=== add_pipe ===
### Signal wires on met2, add_pipe

Scale: 2 px per µm. Cells faint in the background.
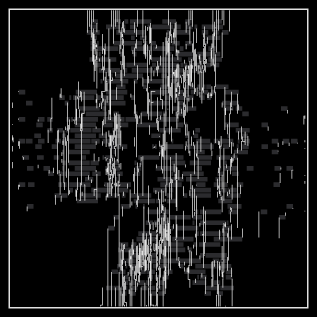
### Cell sizes after repair, add_pipe

Scale: 3 px per µm.
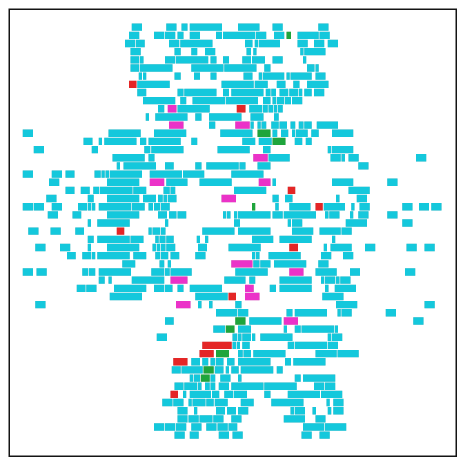
### Routing congestion map, add_pipe

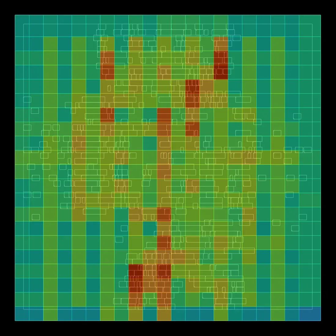
[src/rtl/add_pipe.sv]
// Pipelined adder/subtractor whose carry chain is split into STAGES segments, with operand skew and result de-skew.
// Optional saturation of Q on signed overflow when ADD_PIPE_SAT_EN is defined; default build wraps.
module add_pipe #(
  parameter int WIDTH  = 24,
  parameter int STAGES = 3
) (
  input  logic             CLK,
  input  logic             SCLR,
  input  logic             CE,
  input  logic [WIDTH-1:0] A,
  input  logic [WIDTH-1:0] B,
  input  logic             CI,
  input  logic             SUB,
  input  logic             VI,
  output logic [WIDTH-1:0] Q,
  output logic             CO,
  output logic             OV,
  output logic             VO
);

  localparam int SEG = WIDTH / STAGES;

  logic [WIDTH-1:0]  b_eff;
  logic [STAGES-1:0] cy;
  logic [WIDTH-1:0]  q_pre;
  logic [WIDTH-1:0]  q_nxt;
  logic              a_msb;
  logic              b_msb;
  logic              ov_nxt;
  logic [WIDTH-1:0]  q_p;
  logic              ov_p;
  logic [STAGES-1:0] vld_p;

  assign b_eff = SUB ? ~B : B;

  genvar k;
  generate
    for (k = 0; k < STAGES; k++) begin : g_seg
      logic [SEG-1:0] a_in;
      logic [SEG-1:0] b_in;
      logic           cin;
      logic [SEG:0]   sum_c;
      logic           cy_p;

      // Input skew: segment k sees its operands k registers late, aligned with the incoming carry.
      if (k == 0) begin : g_head
        assign a_in = A[SEG-1:0];
        assign b_in = b_eff[SEG-1:0];
        assign cin  = CI;
      end else begin : g_skew
        logic [SEG-1:0] a_sk_p [k];
        logic [SEG-1:0] b_sk_p [k];

        always_ff @(posedge CLK) begin
          if (SCLR) begin
            for (int j = 0; j < k; j++) begin
              a_sk_p[j] <= '0;
              b_sk_p[j] <= '0;
            end
          end else if (CE) begin
            a_sk_p[0] <= A[k*SEG +: SEG];
            b_sk_p[0] <= b_eff[k*SEG +: SEG];
            for (int j = 1; j < k; j++) begin
              a_sk_p[j] <= a_sk_p[j-1];
              b_sk_p[j] <= b_sk_p[j-1];
            end
          end
        end

        assign a_in = a_sk_p[k-1];
        assign b_in = b_sk_p[k-1];
        assign cin  = cy[k-1];
      end

      assign sum_c = {1'b0, a_in} + {1'b0, b_in} + {{SEG{1'b0}}, cin};

      // Stage k boundary: carry out of this segment
      always_ff @(posedge CLK) begin
        if (SCLR)
          cy_p <= 1'b0;
        else if (CE)
          cy_p <= sum_c[SEG];
      end
      assign cy[k] = cy_p;

      // Output de-skew: finished low segments wait for the top segment.
      if (k == STAGES - 1) begin : g_top
        assign q_pre[k*SEG +: SEG] = sum_c[SEG-1:0];
        assign a_msb = a_in[SEG-1];
        assign b_msb = b_in[SEG-1];
      end else begin : g_dsk
        logic [SEG-1:0] s_dsk_p [STAGES-1-k];

        always_ff @(posedge CLK) begin
          if (SCLR) begin
            for (int j = 0; j < STAGES - 1 - k; j++)
              s_dsk_p[j] <= '0;
          end else if (CE) begin
            s_dsk_p[0] <= sum_c[SEG-1:0];
            for (int j = 1; j < STAGES - 1 - k; j++)
              s_dsk_p[j] <= s_dsk_p[j-1];
          end
        end

        assign q_pre[k*SEG +: SEG] = s_dsk_p[STAGES-2-k];
      end
    end
  endgenerate

  assign ov_nxt = (a_msb == b_msb) && (q_pre[WIDTH-1] != a_msb);

`ifdef ADD_PIPE_SAT_EN
  function automatic logic signed [WIDTH-1:0] sat_q(input logic signed [WIDTH-1:0] sum,
                                                    input logic neg, input logic ovf);
    if (!ovf)
      return sum;
    return neg ? {1'b1, {(WIDTH-1){1'b0}}} : {1'b0, {(WIDTH-1){1'b1}}};
  endfunction

  assign q_nxt = sat_q(q_pre, a_msb, ov_nxt);
`else
  assign q_nxt = q_pre;
`endif

  // Final stage boundary: result, overflow and valid line
  always_ff @(posedge CLK) begin
    if (SCLR) begin
      q_p   <= '0;
      ov_p  <= 1'b0;
      vld_p <= '0;
    end else if (CE) begin
      q_p      <= q_nxt;
      ov_p     <= ov_nxt;
      vld_p[0] <= VI;
      for (int j = 1; j < STAGES; j++)
        vld_p[j] <= vld_p[j-1];
    end
  end

  assign Q  = q_p;
  assign CO = cy[STAGES-1];
  assign OV = ov_p;
  assign VO = vld_p[STAGES-1];

endmodule

[config.mk]
export PLATFORM = sky130hd
export DESIGN_NAME = add_pipe
export DESIGN_NICKNAME = d
export VERILOG_FILES = /design/src/rtl/add_pipe.sv
export SDC_FILE = /design/constraint.sdc
export NUM_CORES = 1
export LEC_CHECK = 0
export CAP_MARGIN = 20
export CORE_MARGIN = 4
export CORE_UTILIZATION = 25
export CTS_BUF_LIST = sky130_fd_sc_hd__clkbuf_2 sky130_fd_sc_hd__clkbuf_4 sky130_fd_sc_hd__clkbuf_8
export DETAILED_ROUTE_END_ITERATION = 7
export SYNTH_ARGS = -nofsm -noshare
export SYNTH_HDL_FRONTEND = slang
export SYNTH_SLANG_ARGS = --single-unit
[constraint.sdc]
create_clock -name CLK -period 4.9 [get_ports CLK]
set_clock_uncertainty 0.15 [all_clocks]
set_input_delay 1.225 -clock CLK [delete_from_list [all_inputs] [get_ports CLK]]
set_output_delay 1.225 -clock CLK [all_outputs]
set_load 0.005 [all_outputs]
==> qor.yml <==
numSynthFlops: 103
required_ns: 4.84
crit_slowest_cell: "clkdlybuf4s50_1"
yosys_area_um2: 4940
worstHoldPathCells: 2
synth.logic.top_family: "simple AND/OR/NAND/NOR gates"
synthFlopType: "edfxtp_1"
ys_warn_count: 0
rows: 51
die_y_um: 149
fin_hold_ws_ns: 0.317
max_stage_delay_ns: 0.78
cts_tree: "built"
layout.nonclk_buf_frac: 0.138
status: "complete, no violations"
power.switching_mw: 0.493
final_cells: 755
mux_area_frac: 0.0507
common_cells: "edfxtp_1, nor2_1, and2_1"
peakVddDrop_mv: 0.109
core_um2: 19500
grt_setup_unrepaired: "false"
grt_max_degree: 49
path_clk_slew_ns: 0.10
core_util_floorplan: 0.254
p_clk_mw: 0.502
final_common_cell: "clkdlybuf4s50_1"
synthesis.nets: 486
yosys.area.top_type: "edfxtp_1"
drc: 0
seq_power_share: 0.552
## Picture notes: 'Signal wires on met2' of add_pipe
share of all routed wire: 47%
wire length on this layer: 4630 µm
nets with wire on the layer: 455
longest straight run: 51.3 µm
Routed Wire Length: 9770 µm
via count: 3106
met2 global-route usage: 0.148

## Picture notes: 'Cell sizes after repair' of add_pipe
[red] drive 3 to 4 | cells: 11 | share: 2.2%
[green] drive 2 | cells: 9 | share: 1.8%
[cyan] drive 1 or less | cells: 455 | share: 93%
[magenta] drive 6 and up | cells: 14 | share: 2.9%
area delta synth->final: 26.3%
PnR worst setup slack: 1.12 ns
bufs w/o clock: 87

## Picture notes: 'Routing congestion map' of add_pipe
Total Routing Usage GR: 0.0903
busiest grt layer: met2
post-layout util: 0.320
M3 GR Usage: 0.0195
routed len/inst: 12.9 µm

-- per-stage QoR --
| step | worst slack, ns | cell area [µm²] | util |
|---|---|---|---|
| floorplan | 1.36 | 4940 | - |
| global placement | 0.868 | 6040 | 0.311 |
| detailed placement | 0.773 | 6040 | 0.311 |
| CTS | 1.17 | 6230 | 0.320 |
| global route | 1.01 | 6240 | 0.320 |
| finish | 1.12 | 6240 | 0.320 |

=== inth_apb_initiator ===
### Signal wires on met2, inth_apb_initiator

Scale: 2 px per µm. Cells faint in the background.
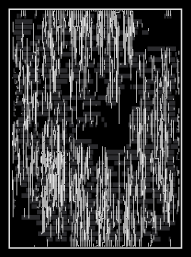
### Logic cells by family, inth_apb_initiator

Scale: 4 px per µm.
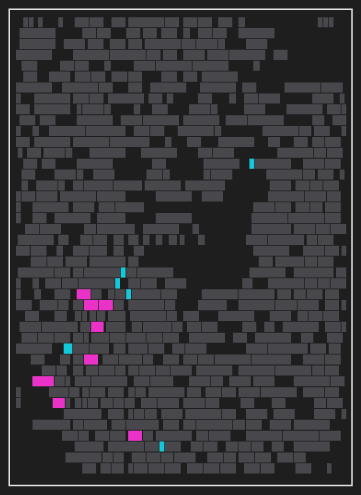
### Routing congestion map, inth_apb_initiator

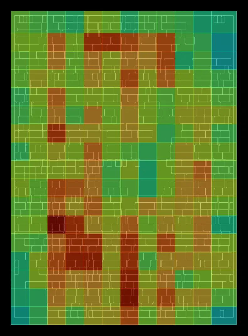
## config.mk

```make
export PLATFORM = sky130hd
export DESIGN_NAME = inth_apb_initiator
export DESIGN_NICKNAME = d
export VERILOG_FILES = /design/src/rtl/inth_apb_initiator.sv
export SDC_FILE = /design/constraint.sdc
export NUM_CORES = 1
export LEC_CHECK = 0
export CAP_MARGIN = 20
export CORE_ASPECT_RATIO = 1.4
export CORE_UTILIZATION = 37
export CTS_CLUSTER_DIAMETER = 40
export DETAILED_ROUTE_END_ITERATION = 10
export PLACE_DENSITY = 0.78
export SETUP_SLACK_MARGIN = 0.15
export SLEW_MARGIN = 5
export SYNTH_ARGS = -nofsm -noshare
export SYNTH_HDL_FRONTEND = slang
export SYNTH_SLANG_ARGS = --single-unit
```

## constraint.sdc

```tcl
create_clock -name PCLK -period 1.6 [get_ports PCLK]
set_clock_uncertainty 0.1 [all_clocks]
set_input_delay 0.32 -clock PCLK [delete_from_list [all_inputs] [get_ports PCLK]]
set_output_delay 0.32 -clock PCLK [all_outputs]
set_load 0.02 [all_outputs]
```

## src/rtl/inth_apb_initiator.sv

```systemverilog
// ---------------------------------------------------------------------------
// inth_apb_initiator
//
// APB requester for the interrupt-handler/counter core. An accepted start
// writes the latched control word to CTRL_ADDR, then the block waits for irq.
// Each interrupt is serviced by reading NUM_VALUES snapshot registers
// (VALUE_BASE + 4*N), streaming each result on rd_data/rd_index/rd_valid,
// pulsing ack_out, and waiting for irq to drop before pulsing done.
//
// Ports:
//   PCLK, PRESETn        clock (rising edge), async active-low reset
//   start, ctrl_word     host request (IDLE only) and control value
//   abort                level, return to IDLE (WAIT_IRQ only)
//   PSEL..PSLVERR        APB requester bus
//   irq, ack_out         interrupt from / acknowledge to the core
//   rd_data, rd_index,   snapshot value stream, rd_valid one-cycle strobe
//   rd_valid
//   busy, done, err      status: not-IDLE, per-interrupt pulse, sticky error
//
// Optional build macro: INTH_APB_TIMEOUT_EN
//   Adds an 8-bit wait-state counter; an access with PREADY low for 255
//   cycles is terminated with err set (reads deliver 32'hDEAD_BEEF).
// ---------------------------------------------------------------------------
module inth_apb_initiator #(
  parameter logic [31:0] CTRL_ADDR  = 32'h0000_0004,
  parameter logic [31:0] VALUE_BASE = 32'h0000_0010,
  parameter int unsigned NUM_VALUES = 10
) (
  input  logic        PCLK,
  input  logic        PRESETn,
  input  logic        start,
  input  logic [31:0] ctrl_word,
  input  logic        abort,
  output logic        PSEL,
  output logic        PENABLE,
  output logic        PWRITE,
  output logic [31:0] PADDR,
  output logic [31:0] PWDATA,
  input  logic [31:0] PRDATA,
  input  logic        PREADY,
  input  logic        PSLVERR,
  input  logic        irq,
  output logic        ack_out,
  output logic [31:0] rd_data,
  output logic [3:0]  rd_index,
  output logic        rd_valid,
  output logic        busy,
  output logic        done,
  output logic        err
);

  localparam logic [2:0] S_IDLE       = 3'd0;
  localparam logic [2:0] S_CFG_SETUP  = 3'd1;
  localparam logic [2:0] S_CFG_ACCESS = 3'd2;
  localparam logic [2:0] S_WAIT_IRQ   = 3'd3;
  localparam logic [2:0] S_RD_SETUP   = 3'd4;
  localparam logic [2:0] S_RD_ACCESS  = 3'd5;
  localparam logic [2:0] S_ACK        = 3'd6;
  localparam logic [2:0] S_WAIT_CLR   = 3'd7;

  localparam logic [3:0]  LAST_IDX     = 4'(NUM_VALUES - 1);
  localparam logic [31:0] TIMEOUT_DATA = 32'hDEAD_BEEF;

  logic [2:0]  state_q, state_d;
  logic [3:0]  idx_q, idx_d;
  logic [31:0] ctrl_q, ctrl_d;
  logic        err_q, err_d;
  logic [31:0] rd_data_q, rd_data_d;
  logic [3:0]  rd_index_q, rd_index_d;
  logic        rd_valid_q, rd_valid_d;
  logic        done_q, done_d;

  logic        timeout;
  logic        xfer_end;

  // Bus outputs are decoded from the state register so an asynchronous
  // reset drops PSEL/PENABLE immediately.
  always_comb begin
    PSEL    = (state_q == S_CFG_SETUP) || (state_q == S_CFG_ACCESS) ||
              (state_q == S_RD_SETUP)  || (state_q == S_RD_ACCESS);
    PENABLE = (state_q == S_CFG_ACCESS) || (state_q == S_RD_ACCESS);
    PWRITE  = (state_q == S_CFG_SETUP) || (state_q == S_CFG_ACCESS);
    PADDR   = '0;
    PWDATA  = '0;
    if (PWRITE) begin
      PADDR  = CTRL_ADDR;
      PWDATA = ctrl_q;
    end else if (PSEL) begin
      PADDR = VALUE_BASE + {26'd0, idx_q, 2'b00};
    end
  end

  assign ack_out  = (state_q == S_ACK);
  assign busy     = (state_q != S_IDLE);
  assign rd_data  = rd_data_q;
  assign rd_index = rd_index_q;
  assign rd_valid = rd_valid_q;
  assign done     = done_q;
  assign err      = err_q;

`ifdef INTH_APB_TIMEOUT_EN
  logic [7:0] wait_q, wait_d;

  // wait_q counts PREADY-low access cycles already elapsed; the 255th such
  // cycle ends the transfer.
  assign timeout = PENABLE && !PREADY && (wait_q == 8'd254);
  assign wait_d  = (PENABLE && !PREADY) ? wait_q + 8'd1 : '0;

  always_ff @(posedge PCLK or negedge PRESETn) begin
    if (!PRESETn) wait_q <= '0;
    else          wait_q <= wait_d;
  end
`else
  assign timeout = 1'b0;
`endif

  assign xfer_end = PREADY || timeout;

  always_comb begin
    state_d    = state_q;
    idx_d      = idx_q;
    ctrl_d     = ctrl_q;
    err_d      = err_q;
    rd_data_d  = rd_data_q;
    rd_index_d = rd_index_q;
    rd_valid_d = 1'b0;
    done_d     = 1'b0;
    case (state_q)
      S_IDLE: begin
        if (start) begin
          ctrl_d  = ctrl_word;
          err_d   = 1'b0;
          state_d = S_CFG_SETUP;
        end
      end
      S_CFG_SETUP: state_d = S_CFG_ACCESS;
      S_CFG_ACCESS: begin
        if (xfer_end) begin
          if ((PREADY && PSLVERR) || timeout) err_d = 1'b1;
          state_d = S_WAIT_IRQ;
        end
      end
      S_WAIT_IRQ: begin
        if (abort) begin
          state_d = S_IDLE;
        end else if (irq) begin
          idx_d   = '0;
          state_d = S_RD_SETUP;
        end
      end
      S_RD_SETUP: state_d = S_RD_ACCESS;
      S_RD_ACCESS: begin
        if (xfer_end) begin
          rd_data_d  = timeout ? TIMEOUT_DATA : PRDATA;
          rd_index_d = idx_q;
          rd_valid_d = 1'b1;
          if ((PREADY && PSLVERR) || timeout) err_d = 1'b1;
          if (idx_q == LAST_IDX) begin
            state_d = S_ACK;
          end else begin
            idx_d   = idx_q + 4'd1;
            state_d = S_RD_SETUP;
          end
        end
      end
      S_ACK: state_d = S_WAIT_CLR;
      S_WAIT_CLR: begin
        if (!irq) begin
          done_d  = 1'b1;
          state_d = S_WAIT_IRQ;
        end
      end
      default: state_d = S_IDLE;
    endcase
  end

  always_ff @(posedge PCLK or negedge PRESETn) begin
    if (!PRESETn) begin
      state_q    <= S_IDLE;
      idx_q      <= '0;
      ctrl_q     <= '0;
      err_q      <= 1'b0;
      rd_data_q  <= '0;
      rd_index_q <= '0;
      rd_valid_q <= 1'b0;
      done_q     <= 1'b0;
    end else begin
      state_q    <= state_d;
      idx_q      <= idx_d;
      ctrl_q     <= ctrl_d;
      err_q      <= err_d;
      rd_data_q  <= rd_data_d;
      rd_index_q <= rd_index_d;
      rd_valid_q <= rd_valid_d;
      done_q     <= done_d;
    end
  end

endmodule
```

==> qor.yml <==
grt_setup_unrepaired: "true"
cts_tree: "built"
nNonClkInverters: 6
die_w_um: 85.3
buffers: 228
synthDistinctLibCells: 35
edf_count: 0
cts-root-buf: "clkbuf_16"
hp-class: "flop to flop"
ys_sh_xor: 0.00243
vias_per_cell: 4.76
area_leaders: "dfrtp_1, mux2_2, mux2_1, buf_4, and2_1"
power.density_nw_per_um2: 2110
grt.met1_usage: 0.236
die_y_um: 119
antenna_found_initial: 0
reg2reg_slack_ns: -0.45
ant_nets: 0
dr_wl_met2_um: 5940
min_period_ns: 2.06
synth.logic.top_family: "multiplexers"
yosysMostFrequentCell: "dfrtp_1"
endpoint: "PADDR[2]"
flops: 78
avgSynthCellArea_um2: 12.7
dp_hpwl_um: 6260
grt_max_degree: 79
rows: 42
clk_share: 0.0399
worst_slack_ns: -0.463
wl_met3_um: 411
synthAdderAreaFrac: 0.0139
setup_viol: 115
drv_slew: 0
top_power_group: "combinational logic"
ff2ff_path_depth: 9
gr-total-overflow: 0
cts_buffer_depth: 2
violations: "setup timing"
synth.top_cell.area_share: 0.543
mux_area_frac: 0.215
dominant_cells: "buffers"
switching_share: 0.360
ys_warn_count: 0
seq_power_share: 0.254
fin_hold_ws_ns: 0.391
r2r_start: "state_q[1]"
synth_seq_share: 0.543
cts_buffers: 9
cp_num_buf_inv: 5
synthArstFlopShare: 1.00
maxCapViolations: 0
critPathKind: "flop to primary output"
powerComb_mw: 8.68
yosys_area_um2: 3600
cp_num_cells: 8
cp-startpoint: "state_q[1]"
crit_top_cell: "buf_6"
tool_warnings: 31
power.share.clock: 0.131
hold_viol: 0
synthCells: 283
start_kind: "flop"
core_util_floorplan: 0.380
status: "finished with violations"
io_pins: 179
fin_crit_sh: 1.29
p_comb_frac: 0.615
dp_slack_ns: -0.527
grt_pass1_wl_um: 16000
## Picture notes: 'Signal wires on met2' of inth_apb_initiator
longest straight run: 45.9 µm
nets with wire on the layer: 543
wire length on this layer: 5940 µm
met2 global-route usage: 0.380
via count: 2950
Routed Wire Length: 10600 µm

## Picture notes: 'Logic cells by family' of inth_apb_initiator
[magenta] AND-OR and OR-AND gates | cells: 8 | most used: o311a_1
[cyan] inverters | cells: 6 | most used: inv_1
Comb/total area: 0.282
Commonest Layout Cell: dfrtp_1
fin cells: 620

## Picture notes: 'Routing congestion map' of inth_apb_initiator
Total Routing Usage GR: 0.209
busiest grt layer: met2
post-layout util: 0.706
routed len/inst: 17.2 µm
M3 GR Usage: 0.0377

==> placed cells by master, fill, tap and decap left out, types with 3 or more instances in the layout <==
cell type and instances:
buf_6 63, conb_1 27, o21ai_1 4, clkbuf_2 23, dfrtp_1 75, inv_1 3, clkdlybuf4s50_1 69, nand2_1 4
mux2_2 13, clkdlybuf4s15_1 13, mux2_4 53, and2_4 31, nor2_4 6, nand2b_4 5, dfrtp_2 3, clkbuf_16 10
buf_16 7, buf_4 35, buf_8 3, buf_12 10, and2_2 4, nor2_1 3

=== bullet_collider ===
[config.mk]
export PLATFORM = sky130hd
export DESIGN_NAME = bullet_collider
export DESIGN_NICKNAME = d
export VERILOG_FILES = /design/src/rtl/bullet_collider.sv
export SDC_FILE = /design/constraint.sdc
export NUM_CORES = 1
export LEC_CHECK = 0
export CORE_ASPECT_RATIO = 1.75
export CORE_MARGIN = 2
export CORE_UTILIZATION = 31
export CTS_CLUSTER_SIZE = 12
export DETAILED_ROUTE_END_ITERATION = 10
export PLACE_DENSITY_LB_ADDON = 0.05
export SLEW_MARGIN = 20
export SYNTH_ARGS = -nofsm -noshare
export SYNTH_HDL_FRONTEND = slang
export SYNTH_SLANG_ARGS = --single-unit
[constraint.sdc]
create_clock -name clk -period 4.6 [get_ports clk]
set_input_delay 0.92 -clock clk [delete_from_list [all_inputs] [get_ports clk]]
set_output_delay 0.92 -clock clk [all_outputs]
set_load 0.05 [all_outputs]
[src/rtl/bullet_collider.sv]
// bullet_collider: once per frame, walks the bullet table through the store's
// second read port, tests every live bullet against the player's heart box and
// returns a new render mask plus per-frame damage and heal counts.
module bullet_collider #(
  parameter int NUM_BULLETS = 3,
  parameter int IDX_W       = 3
) (
  input  logic              clk,
  input  logic              reset,
  input  logic              isRun,
  input  logic              scanStart,
  input  logic [15:0]       playerPos,
  input  logic [15:0]       playerSize,
  input  logic              playerMoving,
  output logic [IDX_W-1:0]  index,
  input  logic [15:0]       position,
  input  logic [15:0]       size,
  input  logic [1:0]        color,
  input  logic              isRender,
  output logic [IDX_W-1:0]  indexCollide,
  output logic              isComplete,
  output logic [1:0]        damage,
  output logic [1:0]        heal,
  output logic              busy
);

  localparam logic [IDX_W-1:0] LAST_IDX = IDX_W'(NUM_BULLETS - 1);

  localparam logic [1:0] COLOR_WHITE = 2'd0;
  localparam logic [1:0] COLOR_GREEN = 2'd1;
  localparam logic [1:0] COLOR_BLUE  = 2'd2;
  localparam logic [1:0] COLOR_RSVD  = 2'd3;

  typedef enum logic [1:0] {
    ST_IDLE = 2'd0,
    ST_SCAN = 2'd1,
    ST_DONE = 2'd2
  } state_t;

  state_t           state_q, state_d;
  logic [IDX_W-1:0] index_q, index_d;
  logic [IDX_W-1:0] scr_mask_q, scr_mask_d;
  logic [1:0]       scr_dmg_q, scr_dmg_d;
  logic [1:0]       scr_heal_q, scr_heal_d;
  logic [IDX_W-1:0] collide_q, collide_d;
  logic [1:0]       damage_q, damage_d;
  logic [1:0]       heal_q, heal_d;
  logic             complete_q, complete_d;
  logic             busy_q, busy_d;

  // Box edges widened to 9 bits so x+w never wraps back into the screen.
  logic [8:0] p_x, p_y, p_x_end, p_y_end;
  logic [8:0] b_x, b_y, b_x_end, b_y_end;
  logic       overlap_x, overlap_y;
  logic       slot_hit, slot_keep, slot_dmg, slot_heal;
  logic [1:0] dmg_sum, heal_sum;

  assign p_x     = {1'b0, playerPos[15:8]};
  assign p_y     = {1'b0, playerPos[7:0]};
  assign p_x_end = p_x + {1'b0, playerSize[15:8]};
  assign p_y_end = p_y + {1'b0, playerSize[7:0]};
  assign b_x     = {1'b0, position[15:8]};
  assign b_y     = {1'b0, position[7:0]};
  assign b_x_end = b_x + {1'b0, size[15:8]};
  assign b_y_end = b_y + {1'b0, size[7:0]};

  // Strict overlap: boxes that merely touch along an edge do not collide.
  assign overlap_x = (b_x < p_x_end) && (p_x < b_x_end);
  assign overlap_y = (b_y < p_y_end) && (p_y < b_y_end);

  // The reserved colour is treated as harmless scenery.
  assign slot_hit  = isRender && (color != COLOR_RSVD) && overlap_x && overlap_y;
  assign slot_keep = isRender && !slot_hit;
  assign slot_dmg  = slot_hit && ((color == COLOR_WHITE) ||
                                  ((color == COLOR_BLUE) && playerMoving));
  assign slot_heal = slot_hit && (color == COLOR_GREEN);

  // Three hits at most, so a 2-bit count cannot overflow.
  assign dmg_sum  = scr_dmg_q + {1'b0, slot_dmg};
  assign heal_sum = scr_heal_q + {1'b0, slot_heal};

  // Per-lane merge of the current slot's verdict into the scratch mask.
  logic [IDX_W-1:0] slot_sel;
  logic [IDX_W-1:0] mask_upd;

  generate
    for (genvar gi = 0; gi < IDX_W; gi++) begin : g_lane
      assign slot_sel[gi] = (index_q == IDX_W'(gi));
      assign mask_upd[gi] = slot_sel[gi] ? slot_keep : scr_mask_q[gi];
    end
  endgenerate

  // Next-state and next-output logic for the IDLE/SCAN/DONE sequencer.
  always_comb begin
    state_d    = state_q;
    index_d    = index_q;
    scr_mask_d = scr_mask_q;
    scr_dmg_d  = scr_dmg_q;
    scr_heal_d = scr_heal_q;
    collide_d  = collide_q;
    damage_d   = damage_q;
    heal_d     = heal_q;
    complete_d = 1'b0;

    if (!isRun) begin
      // Game paused: abandon any scan and present a "nothing hit" result.
      state_d    = ST_IDLE;
      index_d    = '0;
      scr_mask_d = '0;
      scr_dmg_d  = '0;
      scr_heal_d = '0;
      collide_d  = '1;
      damage_d   = '0;
      heal_d     = '0;
    end else begin
      unique case (state_q)
        ST_IDLE: begin
          if (scanStart) begin
            state_d    = ST_SCAN;
            index_d    = '0;
            scr_mask_d = '0;
            scr_dmg_d  = '0;
            scr_heal_d = '0;
          end
        end
        ST_SCAN: begin
          scr_mask_d = mask_upd;
          scr_dmg_d  = dmg_sum;
          scr_heal_d = heal_sum;
          if (index_q == LAST_IDX) begin
            // Publish results together with the completion pulse.
            state_d    = ST_DONE;
            index_d    = '0;
            collide_d  = mask_upd;
            damage_d   = dmg_sum;
            heal_d     = heal_sum;
            complete_d = 1'b1;
          end else begin
            index_d = index_q + 1'b1;
          end
        end
        ST_DONE: begin
          state_d = ST_IDLE;
          index_d = '0;
        end
        default: begin
          state_d = ST_IDLE;
          index_d = '0;
        end
      endcase
    end

    busy_d = (state_d != ST_IDLE);
  end

  // All state and outputs are flops, so isComplete and busy are glitch-free.
  always_ff @(posedge clk) begin
    if (reset) begin
      state_q    <= ST_IDLE;
      index_q    <= '0;
      scr_mask_q <= '0;
      scr_dmg_q  <= '0;
      scr_heal_q <= '0;
      collide_q  <= '1;
      damage_q   <= '0;
      heal_q     <= '0;
      complete_q <= 1'b0;
      busy_q     <= 1'b0;
    end else begin
      state_q    <= state_d;
      index_q    <= index_d;
      scr_mask_q <= scr_mask_d;
      scr_dmg_q  <= scr_dmg_d;
      scr_heal_q <= scr_heal_d;
      collide_q  <= collide_d;
      damage_q   <= damage_d;
      heal_q     <= heal_d;
      complete_q <= complete_d;
      busy_q     <= busy_d;
    end
  end

  assign index        = index_q;
  assign indexCollide = collide_q;
  assign isComplete   = complete_q;
  assign damage       = damage_q;
  assign heal         = heal_q;
  assign busy         = busy_q;

endmodule
==> qor.yml <==
start_kind: "input port"
regArea_um2: 400
relSlewSlack: 0.523
power.density_nw_per_um2: 196
min_from: "damage[0]"
cts_buffers: 3
min_period_ns: 4.40
ctsResizeCount: 35
tap_cells: 115
die_y_um: 126
reg2reg_slack_ns: 2.67
r2r_start: "state_q[0]"
tool_warnings: 26
grt_usage: 0.168
powerComb_mw: 0.505
synthAdderAreaFrac: 0.323
ff2ff_path_depth: 3
numSynthFlops: 20
cts_sinks: 20
endpoint: "heal[1]"
fin_area_um2: 4490
common_cells: "ha_1, nor2_1, a21oi_1"
cts-root-buf: "clkbuf_16"
seq_power_share: 0.201
timing.rr.end: "indexCollide[0]"
power.switching_mw: 0.284
p_comb_frac: 0.573
dominant_cells: "logic gates"
avgSynthCellArea_um2: 8.31
gr-total-overflow: 0
vias_per_cell: 4.86
fin_util: 0.540
synthArstFlopShare: 0
comb_share: 0.538
drt-pass1-iter-count: 4
nNonClkInverters: 15
top_power_group: "combinational logic"
grt_max_degree: 19
max_stage_delay_ns: 0.55
switching_share: 0.323
ys_sh_aoi: 0.251
cp_cell_sequence: "clkbuf_2 -> ha_4 -> fa_2 -> a21o_4 -> a21oi_4 -> o21a_1 -> nor2_2 -> xnor2_1 -> ha_1 -> a21o_1 -> a221oi_2 -> o21ai_1 -> o311a_1 -> or4_4 -> nor3b_2 -> ha_2 -> buf_4 -> xnor2_1 -> a211oi_1"
fin_crit_sh: 0.956
drv_slew: 0
min_to: "damage[0]"
final_common_cell: "buf_4"
status: "complete, no violations"
setup_viol: 0
clk_share: 0.0198
hold_viol: 0
yosys_area_um2: 2650
endpoint_kind: "flop"
cp_num_cells: 19
mux_area_frac: 0
io_buffers: 83
crit_top_cell: "xnor2_1"
layout.nonclk_buf_frac: 0.309
seq_share: 0.0893
peakVddDrop_mv: 0.349
p_clk_mw: 0.199
ys_cells: 319
avgRoutedWirePerCell_um: 13.6
synth.logic.top_family: "adder cells"
syn_area_um2: 2650
drive_above_1_share: 0.271
path_delay_family: "AND-OR/OR-AND gates"
tightestPinTransition_ns: 0.715
drc: 0
## per-stage QoR
stage | setup TNS (ns) | hold slack [ns] | cells
5_1_grt | -0.0165 | 0.507 | 584
3_3_place_gp | -3.22 | 0.449 | 568
4_1_cts | 0 | 0.466 | 578
6_report | 0 | 0.465 | 584
2_1_floorplan | 0 | 0.458 | 319
3_5_place_dp | -3.69 | 0.449 | 568
## layer usage
metal,global-route usage,up-vias,part of all wire
met5,0,-,0
met4,0.0385,0,0.011
met3,0.0167,6,0.032
met2,0.336,50,0.57
met1,0.179,1310,0.39
li1,-,1474,-
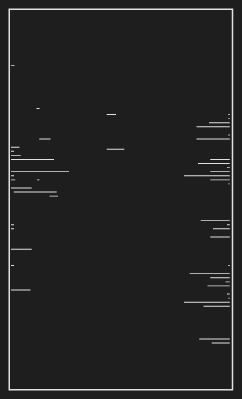
*The metal 3 layer, bullet_collider*
Scale: 3 px per µm.
nets with wire on the layer: 46
share of all routed wire: 3.2%
wire length on this layer: 256 µm
main direction: horizontal
longest straight run: 19.1 µm
via count: 2840
M3 GR Usage: 0.0167
Routed Wire Length: 7950 µm

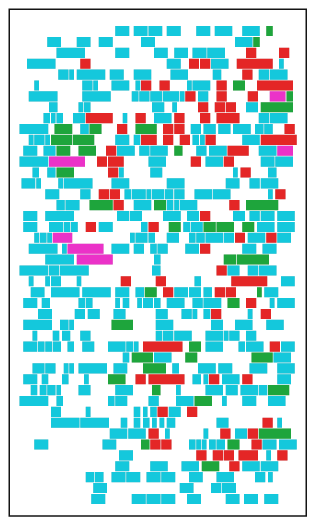
*Cell sizes after repair, bullet_collider*
Scale: 4 px per µm.
[cyan] drive 1 or less | cells: 342 | share: 73%
[green] drive 2 | cells: 40 | share: 8.5%
[magenta] drive 6 and up | cells: 6 | share: 1.3%
[red] drive 3 to 4 | cells: 81 | share: 17%
area delta synth->final: 69.3%
bufs w/o clock: 153
PnR worst setup slack: 0.202 ns


=== req_gnt_scheduler ===
## config.mk

```make
export PLATFORM = sky130hd
export DESIGN_NAME = req_gnt_scheduler
export DESIGN_NICKNAME = d
export VERILOG_FILES = /design/src/rtl/req_gnt_pkg.sv /design/src/rtl/rr_pick.sv /design/src/rtl/req_gnt_scheduler.sv
export SDC_FILE = /design/constraint.sdc
export NUM_CORES = 1
export LEC_CHECK = 0
export ABC_AREA = 1
export ABC_CLOCK_PERIOD_IN_PS = 1100
export CAP_MARGIN = 5
export CORE_MARGIN = 2
export CORE_UTILIZATION = 48
export DETAILED_ROUTE_END_ITERATION = 8
export PLACE_DENSITY = 0.73
export SLEW_MARGIN = 20
export SYNTH_ARGS = -nofsm -noshare
export SYNTH_HDL_FRONTEND = slang
export SYNTH_SLANG_ARGS = --single-unit
```

## constraint.sdc

```tcl
create_clock -name clk -period 1.1 [get_ports clk]
set_input_delay 0.22 -clock clk [delete_from_list [all_inputs] [get_ports clk]]
set_output_delay 0.22 -clock clk [all_outputs]
set_load 0.01 [all_outputs]
```

## src/rtl/req_gnt_pkg.sv

```systemverilog
// Shared types and defaults for the request/grant scheduler.
// Holds the FSM state enum and the default sizing constants.
package req_gnt_pkg;

  localparam int NUM_REQ_DEF  = 4;
  localparam int HOLD_MAX_DEF = 8;

  typedef enum logic [1:0] {
    IDLE  = 2'd0,
    PEND  = 2'd1,
    GRANT = 2'd2
  } state_t;

endpackage

```

## src/rtl/rr_pick.sv

```systemverilog
// Combinational round-robin picker: first set req at or above ptr, wrapping.
// Ports: req (requests), ptr (search start), winner (index), valid (any req).
module rr_pick #(
  parameter int NUM_REQ = 4,
  parameter int PW      = 2
) (
  input  logic [NUM_REQ-1:0] req,
  input  logic [PW-1:0]      ptr,
  output logic [PW-1:0]      winner,
  output logic               valid
);

  int j;

  // Walk offsets from far to near so the closest hit to ptr lands last.
  always_comb begin
    winner = '0;
    valid  = 1'b0;
    j      = 0;
    for (int i = NUM_REQ - 1; i >= 0; i--) begin
      j = int'(ptr) + i;
      if (j >= NUM_REQ) j = j - NUM_REQ;
      if (req[j]) begin
        winner = PW'(j);
        valid  = 1'b1;
      end
    end
  end

endmodule

```

## src/rtl/req_gnt_scheduler.sv

```systemverilog
// Round-robin request/grant scheduler: IDLE -> PEND -> GRANT, bounded hold.
// Ports: clk, reset (async high), cStart, req, gnt, busy, timeout.
// Optional macro REQ_GNT_SCHED_ASSERT_EN compiles in protocol assertions.
module req_gnt_scheduler
  import req_gnt_pkg::*;
#(
  parameter int NUM_REQ  = NUM_REQ_DEF,
  parameter int HOLD_MAX = HOLD_MAX_DEF
) (
  input  logic               clk,
  input  logic               reset,
  input  logic               cStart,
  input  logic [NUM_REQ-1:0] req,
  output logic [NUM_REQ-1:0] gnt,
  output logic               busy,
  output logic               timeout
);

  localparam int PW = (NUM_REQ > 1) ? $clog2(NUM_REQ) : 1;
  localparam int CW = $clog2(HOLD_MAX + 1);

  state_t               state_q, state_d;
  logic [PW-1:0]        ptr_q, ptr_d;
  logic [PW-1:0]        win_q, win_d;
  logic [CW-1:0]        cnt_q, cnt_d;
  logic [NUM_REQ-1:0]   gnt_d;
  logic                 tmo_d;
  logic [PW-1:0]        pick_idx;
  logic                 pick_vld;
  logic [PW-1:0]        nxt_ptr;

  rr_pick #(
    .NUM_REQ (NUM_REQ),
    .PW      (PW)
  ) u_pick (
    .req    (req),
    .ptr    (ptr_q),
    .winner (pick_idx),
    .valid  (pick_vld)
  );

  assign nxt_ptr = (win_q == PW'(NUM_REQ - 1)) ?
                   '0 : win_q + PW'(1);

  assign busy = (state_q != IDLE);

  always_comb begin
    state_d = state_q;
    ptr_d   = ptr_q;
    win_d   = win_q;
    cnt_d   = cnt_q;
    gnt_d   = gnt;
    tmo_d   = 1'b0;
    unique case (state_q)
      IDLE: begin
        if (cStart && pick_vld) begin
          state_d = PEND;
          win_d   = pick_idx;
        end
      end
      PEND: begin
        if (req[win_q]) begin
          state_d = GRANT;
          gnt_d   = NUM_REQ'(1) << win_q;
          cnt_d   = '0;
        end else begin
          state_d = IDLE;
        end
      end
      GRANT: begin
        if (!req[win_q]) begin
          state_d = IDLE;
          gnt_d   = '0;
          ptr_d   = nxt_ptr;
        end else if (cnt_q == CW'(HOLD_MAX - 1)) begin
          // Final permitted cycle: the count lands on HOLD_MAX.
          state_d = IDLE;
          gnt_d   = '0;
          ptr_d   = nxt_ptr;
          tmo_d   = 1'b1;
          cnt_d   = cnt_q + CW'(1);
        end else begin
          cnt_d   = cnt_q + CW'(1);
        end
      end
      default: begin
        state_d = IDLE;
        gnt_d   = '0;
      end
    endcase
  end

  always_ff @(posedge clk or posedge reset) begin
    if (reset) begin
      state_q <= IDLE;
      ptr_q   <= '0;
      win_q   <= '0;
      cnt_q   <= '0;
      gnt     <= '0;
      timeout <= 1'b0;
    end else begin
      state_q <= state_d;
      ptr_q   <= ptr_d;
      win_q   <= win_d;
      cnt_q   <= cnt_d;
      gnt     <= gnt_d;
      timeout <= tmo_d;
    end
  end

`ifdef REQ_GNT_SCHED_ASSERT_EN
  a_onehot: assert property (
    @(posedge clk) disable iff (reset)
    $onehot0(gnt))
    else $display("%m: gnt not onehot0 at %0t", $realtime);

  a_accept: assert property (
    @(posedge clk) disable iff (reset)
    (state_q == IDLE && cStart && pick_vld)
    |=> (state_q == PEND && win_q == $past(pick_idx)))
    else $display("%m: accept not latched at %0t", $realtime);

  a_grant: assert property (
    @(posedge clk) disable iff (reset)
    (state_q == PEND && req[win_q]) |=> gnt[win_q])
    else $display("%m: grant missing at %0t", $realtime);

  a_tmo: assert property (
    @(posedge clk) disable iff (reset)
    timeout |-> (cnt_q == CW'(HOLD_MAX)))
    else $display("%m: timeout count wrong at %0t", $realtime);
`endif

endmodule

```

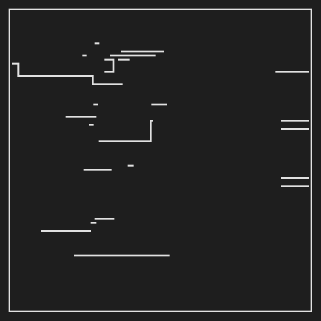
*The metal 3 layer, req_gnt_scheduler*
Scale: 6 px per µm.
longest straight run: 15.6 µm
main direction: horizontal
share of all routed wire: 4.0%
nets with wire on the layer: 16
M3 GR Usage: 0.0545
via count: 1041
Routed Wire Length: 2930 µm

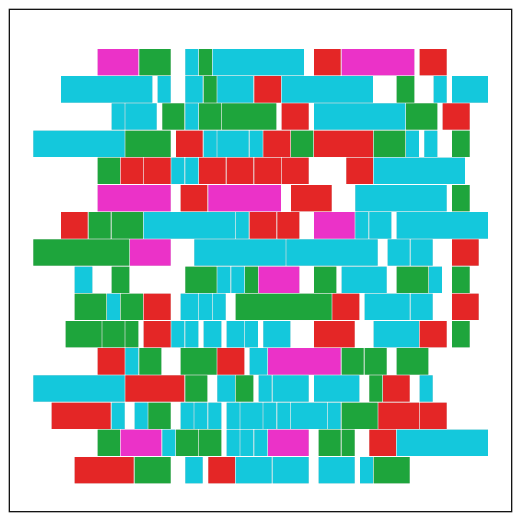
*Cell sizes after repair, req_gnt_scheduler*
Scale: 10 px per µm.
[green] drive 2 | cells: 47 | share: 27%
[magenta] drive 6 and up | cells: 10 | share: 5.8%
[cyan] drive 1 or less | cells: 79 | share: 46%
[red] drive 3 to 4 | cells: 37 | share: 21%
area delta synth->final: 52.5%
PnR worst setup slack: -0.261 ns
bufs w/o clock: 43
finished layout cell area: 1560 µm²

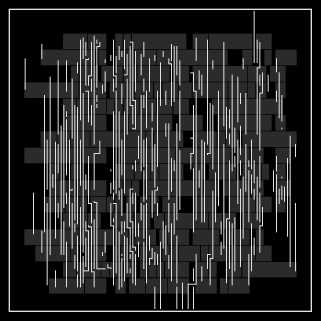
*Signal wires on met2, req_gnt_scheduler*
Scale: 6 px per µm. Cells faint in the background.
share of all routed wire: 54%
wire length on this layer: 1590 µm
met2 global-route usage: 0.423

==> qor.yml <==
violations: "setup timing"
ant_nets: 0
max_freq_mhz: 735
wl_met1_um: 1130
reg2reg_slack_ns: -0.26
status: "finished with violations"
grt_pass1_vias: 1054
synthDistinctLibCells: 26
ys_sh_xor: 0.00859
worst_slack_ns: -0.261
endpoint: "win_q[0]"
dominant_cells: "logic gates"
setup_viol: 15
ff2ff_path_depth: 9
numSynthFlops: 15
nets: 186
reg_top3: "cnt_q x4, gnt x4"
## placed cells by master (no fill, tap or decap), drive strengths merged
cell	n
a21oi	3
a22o	1
a22oi	1
buf	37
clkbuf	3
clkdlybuf4s50	6
clkinv	1
dfrtp	15
ha	5
inv	25
mux2i	1
nand2	35
nand3	10
nand4	5
nor2	10
o21ai	12
o31ai	1
or2	1
xor2	1
## report_power, final
| part | switching (mW) | leakage [nW] | internal (mW) | total, mW |
|---|---|---|---|---|
| registers | 0.175 | 0.191 | 0.746 | 0.921 |
| logic | 1.61 | 0.580 | 1.34 | 2.94 |
| clock network | 0.202 | 0.0177 | 0.135 | 0.337 |

=== alu16_datapath ===
[config.mk]
export PLATFORM = sky130hd
export DESIGN_NAME = alu16_datapath
export DESIGN_NICKNAME = d
export VERILOG_FILES = /design/src/rtl/alu16_pkg.sv /design/src/rtl/alu16_addsub.sv /design/src/rtl/alu16_datapath.sv
export SDC_FILE = /design/constraint.sdc
export NUM_CORES = 1
export LEC_CHECK = 0
export CELL_PAD_IN_SITES_DETAIL_PLACEMENT = 0
export CELL_PAD_IN_SITES_GLOBAL_PLACEMENT = 2
export CORE_MARGIN = 1.5
export CORE_UTILIZATION = 31
export DETAILED_ROUTE_END_ITERATION = 16
export PLACE_DENSITY = 0.77
export SETUP_SLACK_MARGIN = 0.05
export SKIP_CTS_REPAIR_TIMING = 1
export SYNTH_ARGS = -nofsm -noshare
export SYNTH_HDL_FRONTEND = slang
export SYNTH_SLANG_ARGS = --single-unit
[constraint.sdc]
create_clock -name clk -period 2.6 [get_ports clk]
set_input_delay 0.52 -clock clk [delete_from_list [all_inputs] [get_ports clk]]
set_output_delay 0.52 -clock clk [all_outputs]
set_load 0.02 [all_outputs]
[src/rtl/alu16_pkg.sv]
// Shared opcode encodings and helper types for the registered 16-bit ALU datapath.
package alu16_pkg;

    localparam logic [3:0] OP_AND   = 4'b0000;
    localparam logic [3:0] OP_OR    = 4'b0001;
    localparam logic [3:0] OP_NOT   = 4'b0010;
    localparam logic [3:0] OP_XOR   = 4'b0011;
    localparam logic [3:0] OP_NAND  = 4'b0100;
    localparam logic [3:0] OP_NOR   = 4'b0101;
    localparam logic [3:0] OP_XNOR  = 4'b0110;
    localparam logic [3:0] OP_ADD   = 4'b1000;
    localparam logic [3:0] OP_SUB   = 4'b1001;
    localparam logic [3:0] OP_SHR   = 4'b1010;
    localparam logic [3:0] OP_SHL   = 4'b1011;
    localparam logic [3:0] OP_CLEAR = 4'b1111;

    typedef struct packed {
        logic carry;
        logic overflow;
        logic error;
    } alu_flags_t;

    // Five-character ASCII mnemonic, for log messages in benches.
    function automatic logic [39:0] op_name(input logic [3:0] op);
        logic [39:0] name;
        case (op)
            OP_AND:   name = "AND  ";
            OP_OR:    name = "OR   ";
            OP_NOT:   name = "NOT  ";
            OP_XOR:   name = "XOR  ";
            OP_NAND:  name = "NAND ";
            OP_NOR:   name = "NOR  ";
            OP_XNOR:  name = "XNOR ";
            OP_ADD:   name = "ADD  ";
            OP_SUB:   name = "SUB  ";
            OP_SHR:   name = "SHR  ";
            OP_SHL:   name = "SHL  ";
            OP_CLEAR: name = "CLEAR";
            default:  name = "ILLOP";
        endcase
        return name;
    endfunction

endpackage

[src/rtl/alu16_addsub.sv]
// Combinational adder/subtractor: sub selects A + ~B + 1, carry is the raw carry-out.
module alu16_addsub #(
    parameter int unsigned WIDTH = 16
) (
    input  logic [WIDTH-1:0] a,
    input  logic [WIDTH-1:0] b,
    input  logic             sub,
    output logic [WIDTH-1:0] sum,
    output logic             carry,
    output logic             overflow
);

    logic [WIDTH-1:0] b_eff;
    logic [WIDTH:0]   full_sum;

    always_comb begin
        b_eff    = sub ? ~b : b;
        full_sum = {1'b0, a} + {1'b0, b_eff} + {{WIDTH{1'b0}}, sub};
        sum      = full_sum[WIDTH-1:0];
        carry    = full_sum[WIDTH];
        // Signed overflow: like-signed operands producing a sum of the other sign.
        overflow = (a[WIDTH-1] == b_eff[WIDTH-1]) && (sum[WIDTH-1] != a[WIDTH-1]);
    end

endmodule

[src/rtl/alu16_datapath.sv]
// Two-stage ALU: operand/opcode capture registers feeding function units and a
// result register with carry, overflow and error status.
module alu16_datapath
    import alu16_pkg::*;
#(
    parameter int unsigned WIDTH = 16
) (
    input  logic             clk,
    input  logic             rst_n,
    input  logic [WIDTH-1:0] a,
    input  logic [WIDTH-1:0] b,
    input  logic [3:0]       opcode,
    output logic [WIDTH-1:0] result,
    output logic             carry,
    output logic             overflow,
    output logic             error
);

    logic [WIDTH-1:0] a_q, b_q;
    logic [3:0]       op_q;
    logic [WIDTH-1:0] result_d, result_q;
    alu_flags_t       flags_d, flags_q;

    logic [WIDTH-1:0] as_sum;
    logic             as_carry;
    logic             as_overflow;

    always_ff @(posedge clk or negedge rst_n) begin
        if (!rst_n) begin
            a_q  <= '0;
            b_q  <= '0;
            op_q <= OP_CLEAR;
        end else begin
            a_q  <= a;
            b_q  <= b;
            op_q <= opcode;
        end
    end

    alu16_addsub #(
        .WIDTH (WIDTH)
    ) u_addsub (
        .a        (a_q),
        .b        (b_q),
        .sub      (op_q == OP_SUB),
        .sum      (as_sum),
        .carry    (as_carry),
        .overflow (as_overflow)
    );

    // Flags default to zero so only ADD/SUB can raise them; B-independent ops never
    // route b_q to the result.
    always_comb begin
        result_d = '0;
        flags_d  = '0;
        case (op_q)
            OP_AND:  result_d = a_q & b_q;
            OP_OR:   result_d = a_q | b_q;
            OP_NOT:  result_d = ~a_q;
            OP_XOR:  result_d = a_q ^ b_q;
            OP_NAND: result_d = ~(a_q & b_q);
            OP_NOR:  result_d = ~(a_q | b_q);
            OP_XNOR: result_d = ~(a_q ^ b_q);
            OP_SHR:  result_d = {1'b0, a_q[WIDTH-1:1]};
            OP_SHL:  result_d = {a_q[WIDTH-2:0], 1'b0};
            OP_ADD, OP_SUB: begin
                result_d         = as_sum;
                flags_d.carry    = as_carry;
                flags_d.overflow = as_overflow;
                flags_d.error    = as_overflow;
            end
            default: begin
                result_d = '0;
                flags_d  = '0;
            end
        endcase
    end

    always_ff @(posedge clk or negedge rst_n) begin
        if (!rst_n) begin
            result_q <= '0;
            flags_q  <= '0;
        end else begin
            result_q <= result_d;
            flags_q  <= flags_d;
        end
    end

    assign result   = result_q;
    assign carry    = flags_q.carry;
    assign overflow = flags_q.overflow;
    assign error    = flags_q.error;

endmodule

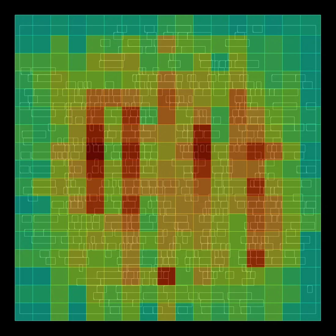
*Routing congestion map, alu16_datapath*
met2 global-route usage: 0.282
GRT met1 Usage: 0.234

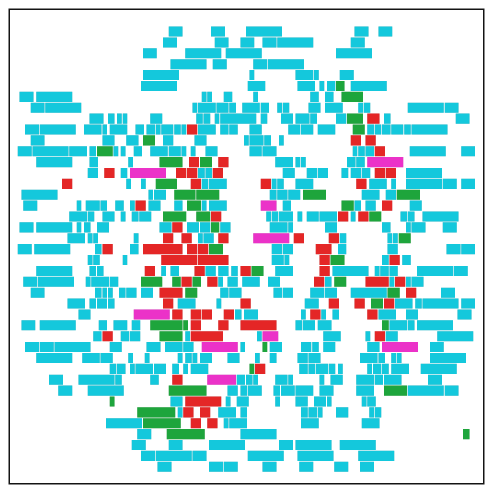
*Cell sizes after repair, alu16_datapath*
Scale: 4 px per µm.
[red] drive 3 to 4 | cells: 72 | share: 13%
[cyan] drive 1 or less | cells: 438 | share: 78%
[green] drive 2 | cells: 43 | share: 7.7%
[magenta] drive 6 and up | cells: 9 | share: 1.6%
bufs w/o clock: 122
finished layout cell area: 5690 µm²
area delta synth->final: 38.0%
PnR worst setup slack: -0.271 ns

==> qor.yml <==
cts_sinks: 54
io_pins: 57
p_leak_nw: 2.49
synth.logic.top_family: "AND-OR/OR-AND gates"
cts-root-buf: "clkbuf_16"
gpl.final_weighted_congestion: 0.913
cts_buffers: 5
cp-startpoint: "op_q[0]"
drv_slew: 0
syn_area_um2: 4120
path_clk_slew_ns: 0.07
powerComb_mw: 0.937
die_w_um: 118
skew_ns: 0.00888
power.total_mw: 2.56
clk_share: 0.0251
dp.cells: 710
endpoint_kind: "flop"
ys_sh_aoi: 0.196
nClkBuffers: 6
power.share.clock: 0.260
avgRoutedWirePerCell_um: 16.5
min_period_ns: 2.87
tns_ns: -1.17
dr.first_iter.drc_count: 224
grt_pass1_wl_um: 19200
nets: 650
yosys_area_um2: 4120
vias_per_cell: 5.07
hp-class: "input port to async pin"
critPathKind: "flop to flop"
worst_slack_ns: -0.271
maxCapViolations: 0
clock_latency_ns: 0.30
seq-power_mw: 0.956
edf_count: 0
regArea_um2: 1360
synthFlopType: "dfrtp_1"
common_cells: "dfrtp_1, ha_1, inv_1, xnor2_1, a21oi_1"
rows: 41
final_cells: 734
peakVddDrop_mv: 0.219
status: "finished with violations"
dp_hpwl_um: 8820
power.switching_mw: 0.824
p_comb_frac: 0.366
setup_viol: 10
core_util_floorplan: 0.322
cts_tree: "built"
h-tree-depth: 2
drt-pass1-iter-count: 5
hold_viol: 0
synthArstFlopShare: 1.00
layout.nonclk_buf_frac: 0.191
yosys.area.top_type: "dfrtp_1"
endpoint: "result[11]"
simple_gate_area_frac: 0.133
violations: "setup timing"
flops: 54
synthesis.nets: 541
logic_gates: 338
-- worst max-delay path, stage by stage, from the launching register on --
cell and delay (ns):
dfstp_2 0.53, nor4bb_4 0.26, buf_4 0.18, buf_12 0.13, xnor2_2 0.11, ha_2 0.30, o211ai_1 0.19, nor2_2 0.06
o21a_1 0.22, and3_4 0.18, or3_1 0.37, a31o_1 0.23
-- per-layer routing --
layer	vias up	global-route usage	wire length, µm
li1	1822	-	-
met1	1785	0.234	5340
met2	100	0.282	5840
met3	17	0.0323	673
met4	0	0.0633	234
met5	-	0	0

=== conv_window_ctrl ===
## config.mk

```make
export PLATFORM = sky130hd
export DESIGN_NAME = conv_window_ctrl
export DESIGN_NICKNAME = d
export VERILOG_FILES = /design/src/rtl/conv_window_ctrl.sv
export SDC_FILE = /design/constraint.sdc
export NUM_CORES = 1
export LEC_CHECK = 0
export CORE_MARGIN = 2
export CORE_UTILIZATION = 45
export CTS_BUF_LIST = sky130_fd_sc_hd__clkbuf_8
export CTS_CLUSTER_DIAMETER = 150
export CTS_CLUSTER_SIZE = 28
export DETAILED_ROUTE_END_ITERATION = 7
export GPL_ROUTABILITY_DRIVEN = 0
export MAX_ROUTING_LAYER = met4
export PLACE_DENSITY = 0.76
export SLEW_MARGIN = 20
export SYNTH_ARGS = -nofsm -noshare
export SYNTH_HDL_FRONTEND = slang
export SYNTH_SLANG_ARGS = --single-unit
export TNS_END_PERCENT = 100
```

## constraint.sdc

```tcl
create_clock -name iCLK -period 2.4 [get_ports iCLK]
set_input_delay 0.24 -clock iCLK [delete_from_list [all_inputs] [get_ports iCLK]]
set_output_delay 0.24 -clock iCLK [all_outputs]
set_load 0.01 [all_outputs]
```

## src/rtl/conv_window_ctrl.sv

```systemverilog
// conv_window_ctrl: sequencing controller for a KxK line-buffer window
// generator. Tracks the raster position of accepted pixels, gates the
// delay-chain shift enable and flags cycles where the window registers
// hold a complete in-image KxK patch.
module conv_window_ctrl #(
  parameter int IMG_W = 28,
  parameter int IMG_H = 28,
  parameter int K     = 3,
  parameter int CW    = 5
) (
  input  logic          iCLK,
  input  logic          iRSTn,
  input  logic          iStart,
  input  logic          iClr,
  input  logic          iValid,
  output logic          oBusy,
  output logic          oShiftEn,
  output logic          oWinValid,
  output logic [CW-1:0] oWinRow,
  output logic [CW-1:0] oWinCol,
  output logic          oFrameDone
);

  typedef enum logic [1:0] {
    IDLE = 2'd0,
    RUN  = 2'd1,
    DONE = 2'd2
  } state_t;

  localparam logic [CW-1:0] COL_LAST = CW'(IMG_W - 1);
  localparam logic [CW-1:0] ROW_LAST = CW'(IMG_H - 1);
  localparam logic [CW-1:0] K_M1     = CW'(K - 1);

  state_t        state;
  logic [CW-1:0] row;
  logic [CW-1:0] col;
  logic          accept;
  logic          col_last;
  logic          row_last;
  logic          in_win;

  // A pixel enters the datapath only while running and not being aborted.
  assign accept   = (state == RUN) && iValid && !iClr;
  assign oShiftEn = accept;

  assign col_last = (col == COL_LAST);
  assign row_last = (row == ROW_LAST);
  // The pixel at (row, col) completes a window whose top-left corner is
  // (row-K+1, col-K+1); leading rows/columns hold stale chain data.
  assign in_win   = (row >= K_M1) && (col >= K_M1);

  // Frame sequencing, raster counters and registered window qualifiers.
  always_ff @(posedge iCLK or negedge iRSTn) begin
    if (!iRSTn) begin
      state      <= IDLE;
      row        <= '0;
      col        <= '0;
      oBusy      <= 1'b0;
      oWinValid  <= 1'b0;
      oWinRow    <= '0;
      oWinCol    <= '0;
      oFrameDone <= 1'b0;
    end else begin
      oWinValid  <= 1'b0;
      oFrameDone <= 1'b0;
      if (iClr) begin
        state <= IDLE;
        row   <= '0;
        col   <= '0;
        oBusy <= 1'b0;
      end else begin
        case (state)
          IDLE: begin
            if (iStart) begin
              state <= RUN;
              row   <= '0;
              col   <= '0;
              oBusy <= 1'b1;
            end
          end
          RUN: begin
            if (iValid) begin
              oWinValid <= in_win;
              if (in_win) begin
                oWinRow <= row - K_M1;
                oWinCol <= col - K_M1;
              end
              if (col_last) begin
                col <= '0;
                if (row_last) begin
                  row        <= '0;
                  state      <= DONE;
                  oFrameDone <= 1'b1;
                end else begin
                  row <= row + 1'b1;
                end
              end else begin
                col <= col + 1'b1;
              end
            end
          end
          DONE: begin
            state <= IDLE;
            oBusy <= 1'b0;
          end
          default: begin
            state <= IDLE;
            oBusy <= 1'b0;
          end
        endcase
      end
    end
  end

endmodule

```

==> qor.yml <==
grtUsageMet2: 0.325
fin_util: 0.564
cts_setup_buffers: 0
num-fill-cells: 277
cts-root-buf: "clkbuf_8"
dp.cells: 198
synthFlopType: "dfrtp_1"
status: "complete, no violations"
peakVddDrop_mv: 0.250
max_freq_mhz: 467
core_um2: 3030
cts_buffers: 3
fin_hold_ws_ns: 0.333
min_period_ns: 2.14
critPathKind: "flop to flop"
syn2layout_area_growth_pct: 19.9
comb_area_um2: 703
clk_share: 0.0264
numSynthFlops: 25
simple_gate_area_frac: 0.157
yosys.area.top_type: "dfrtp_1"
p_comb_frac: 0.093
ant_nets: 0
ys_sh_xor: 0.0308
synthDistinctLibCells: 43
antenna_found_initial: 0
switching_share: 0.227
flops: 25
drt-pass1-iter-count: 4
cts_buffer_depth: 2
synthCells: 136
placed_area_um2: 1650
grt_pass1_vias: 1091
tap_cells: 44
logic_gates: 89
cts_hold_buf: 0
diodes: 0
drive_above_1_share: 0.184
wl_um: 2900
path_clk_slew_ns: 0.08
tns_ns: 0
wl_met1_um: 1300
fin_crit_sh: 0.891
grt_usage: 0.186
ys_sh_aoi: 0.205
cp.arrival_ns: 2.27
grt_pass1_wl_um: 4930
maxCapViolations: 0
chipArea_um2: 3630
drc: 0
synth_seq_share: 0.439
power.density_nw_per_um2: 434
avgSynthCellArea_um2: 10.5
hp-class: "input port to async pin"
powerComb_mw: 0.0688
cts_tree: "built"
nNonClkInverters: 18
required_ns: 2.53
gr-total-overflow: 0
path_delay_family: "AND-OR/OR-AND gates"
tool_warnings: 30
grt_setup_unrepaired: "false"
power.share.clock: 0.321
synth.top_cell.area_share: 0.439
area_leaders: "dfrtp_1, ha_1, o21ai_0, inv_1, o21ai_2"
worst_slack_ns: 0.261
grt.met1_usage: 0.227
wl_met3_um: 127
io_pins: 19
dr_wl_met2_um: 1460
final timing paths:
path,from,slack (ns),depth (start not counted),endpoint
setup / recovery,row[2],0.26,6,oWinCol[4]
hold reg to reg,oWinRow[3],0.52,2,oWinRow[3]
hold / removal,iRSTn,0.33,2,oWinCol[4]
setup reg to reg,row[2],0.26,6,oWinCol[4]
max in group asynchronous,iRSTn,1.82,2,row[0]
min in group iCLK,oWinRow[3],0.52,2,oWinRow[3]
sequential cells by signal (all words and copies together) (netlist names):
name and flops:
col 5, oWinCol 5, oWinRow 5, row 5, state 2, oBusy 1
oFrameDone 1, oWinValid 1
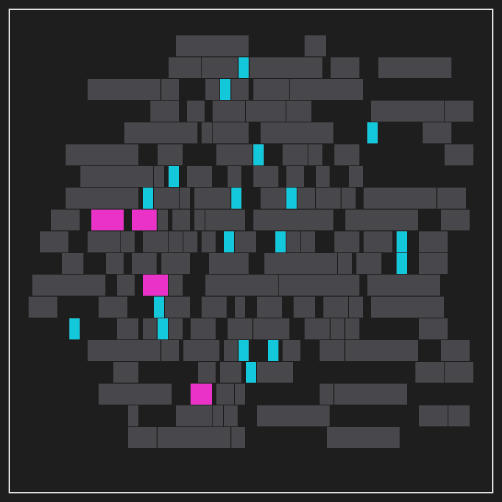
*Logic cells by family, conv_window_ctrl*
Scale: 8 px per µm.
[magenta] AND-OR and OR-AND gates | cells: 4
[cyan] inverters | cells: 18 | most used: inv_1
fin cells: 202
Comb/total area: 0.412
Commonest Layout Cell: dfrtp_1

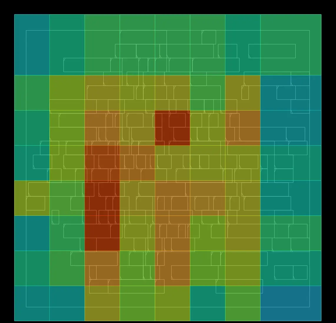
*Routing congestion map, conv_window_ctrl*
M3 GR Usage: 0.0281
busiest grt layer: met2
routed len/inst: 14.4 µm



==> gallery <==
Signal wires on met2.
shot_01.png
Scale: 3 px per µm. Cells faint in the background.
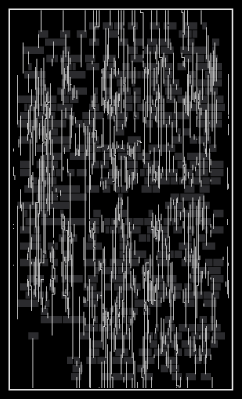
shot_02.png
Scale: 2 px per µm. Cells faint in the background.
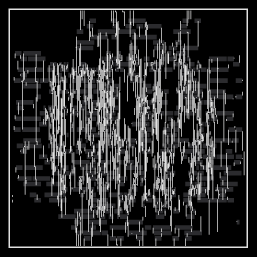
shot_03.png
Scale: 4 px per µm. Cells faint in the background.
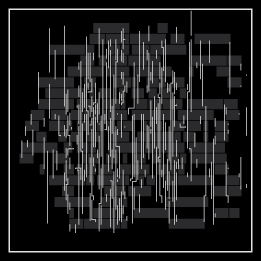
- bullet_collider = shot_01.png
- conv_window_ctrl = shot_03.png
- alu16_datapath = shot_02.png
The one with the largest die is shot_02.png.

Key to shot_03.png:
share of all routed wire: 50%
longest straight run: 37.1 µm
nets with wire on the layer: 145
main direction: vertical

No activity file was given, so power comes from the tool's default toggle rates.
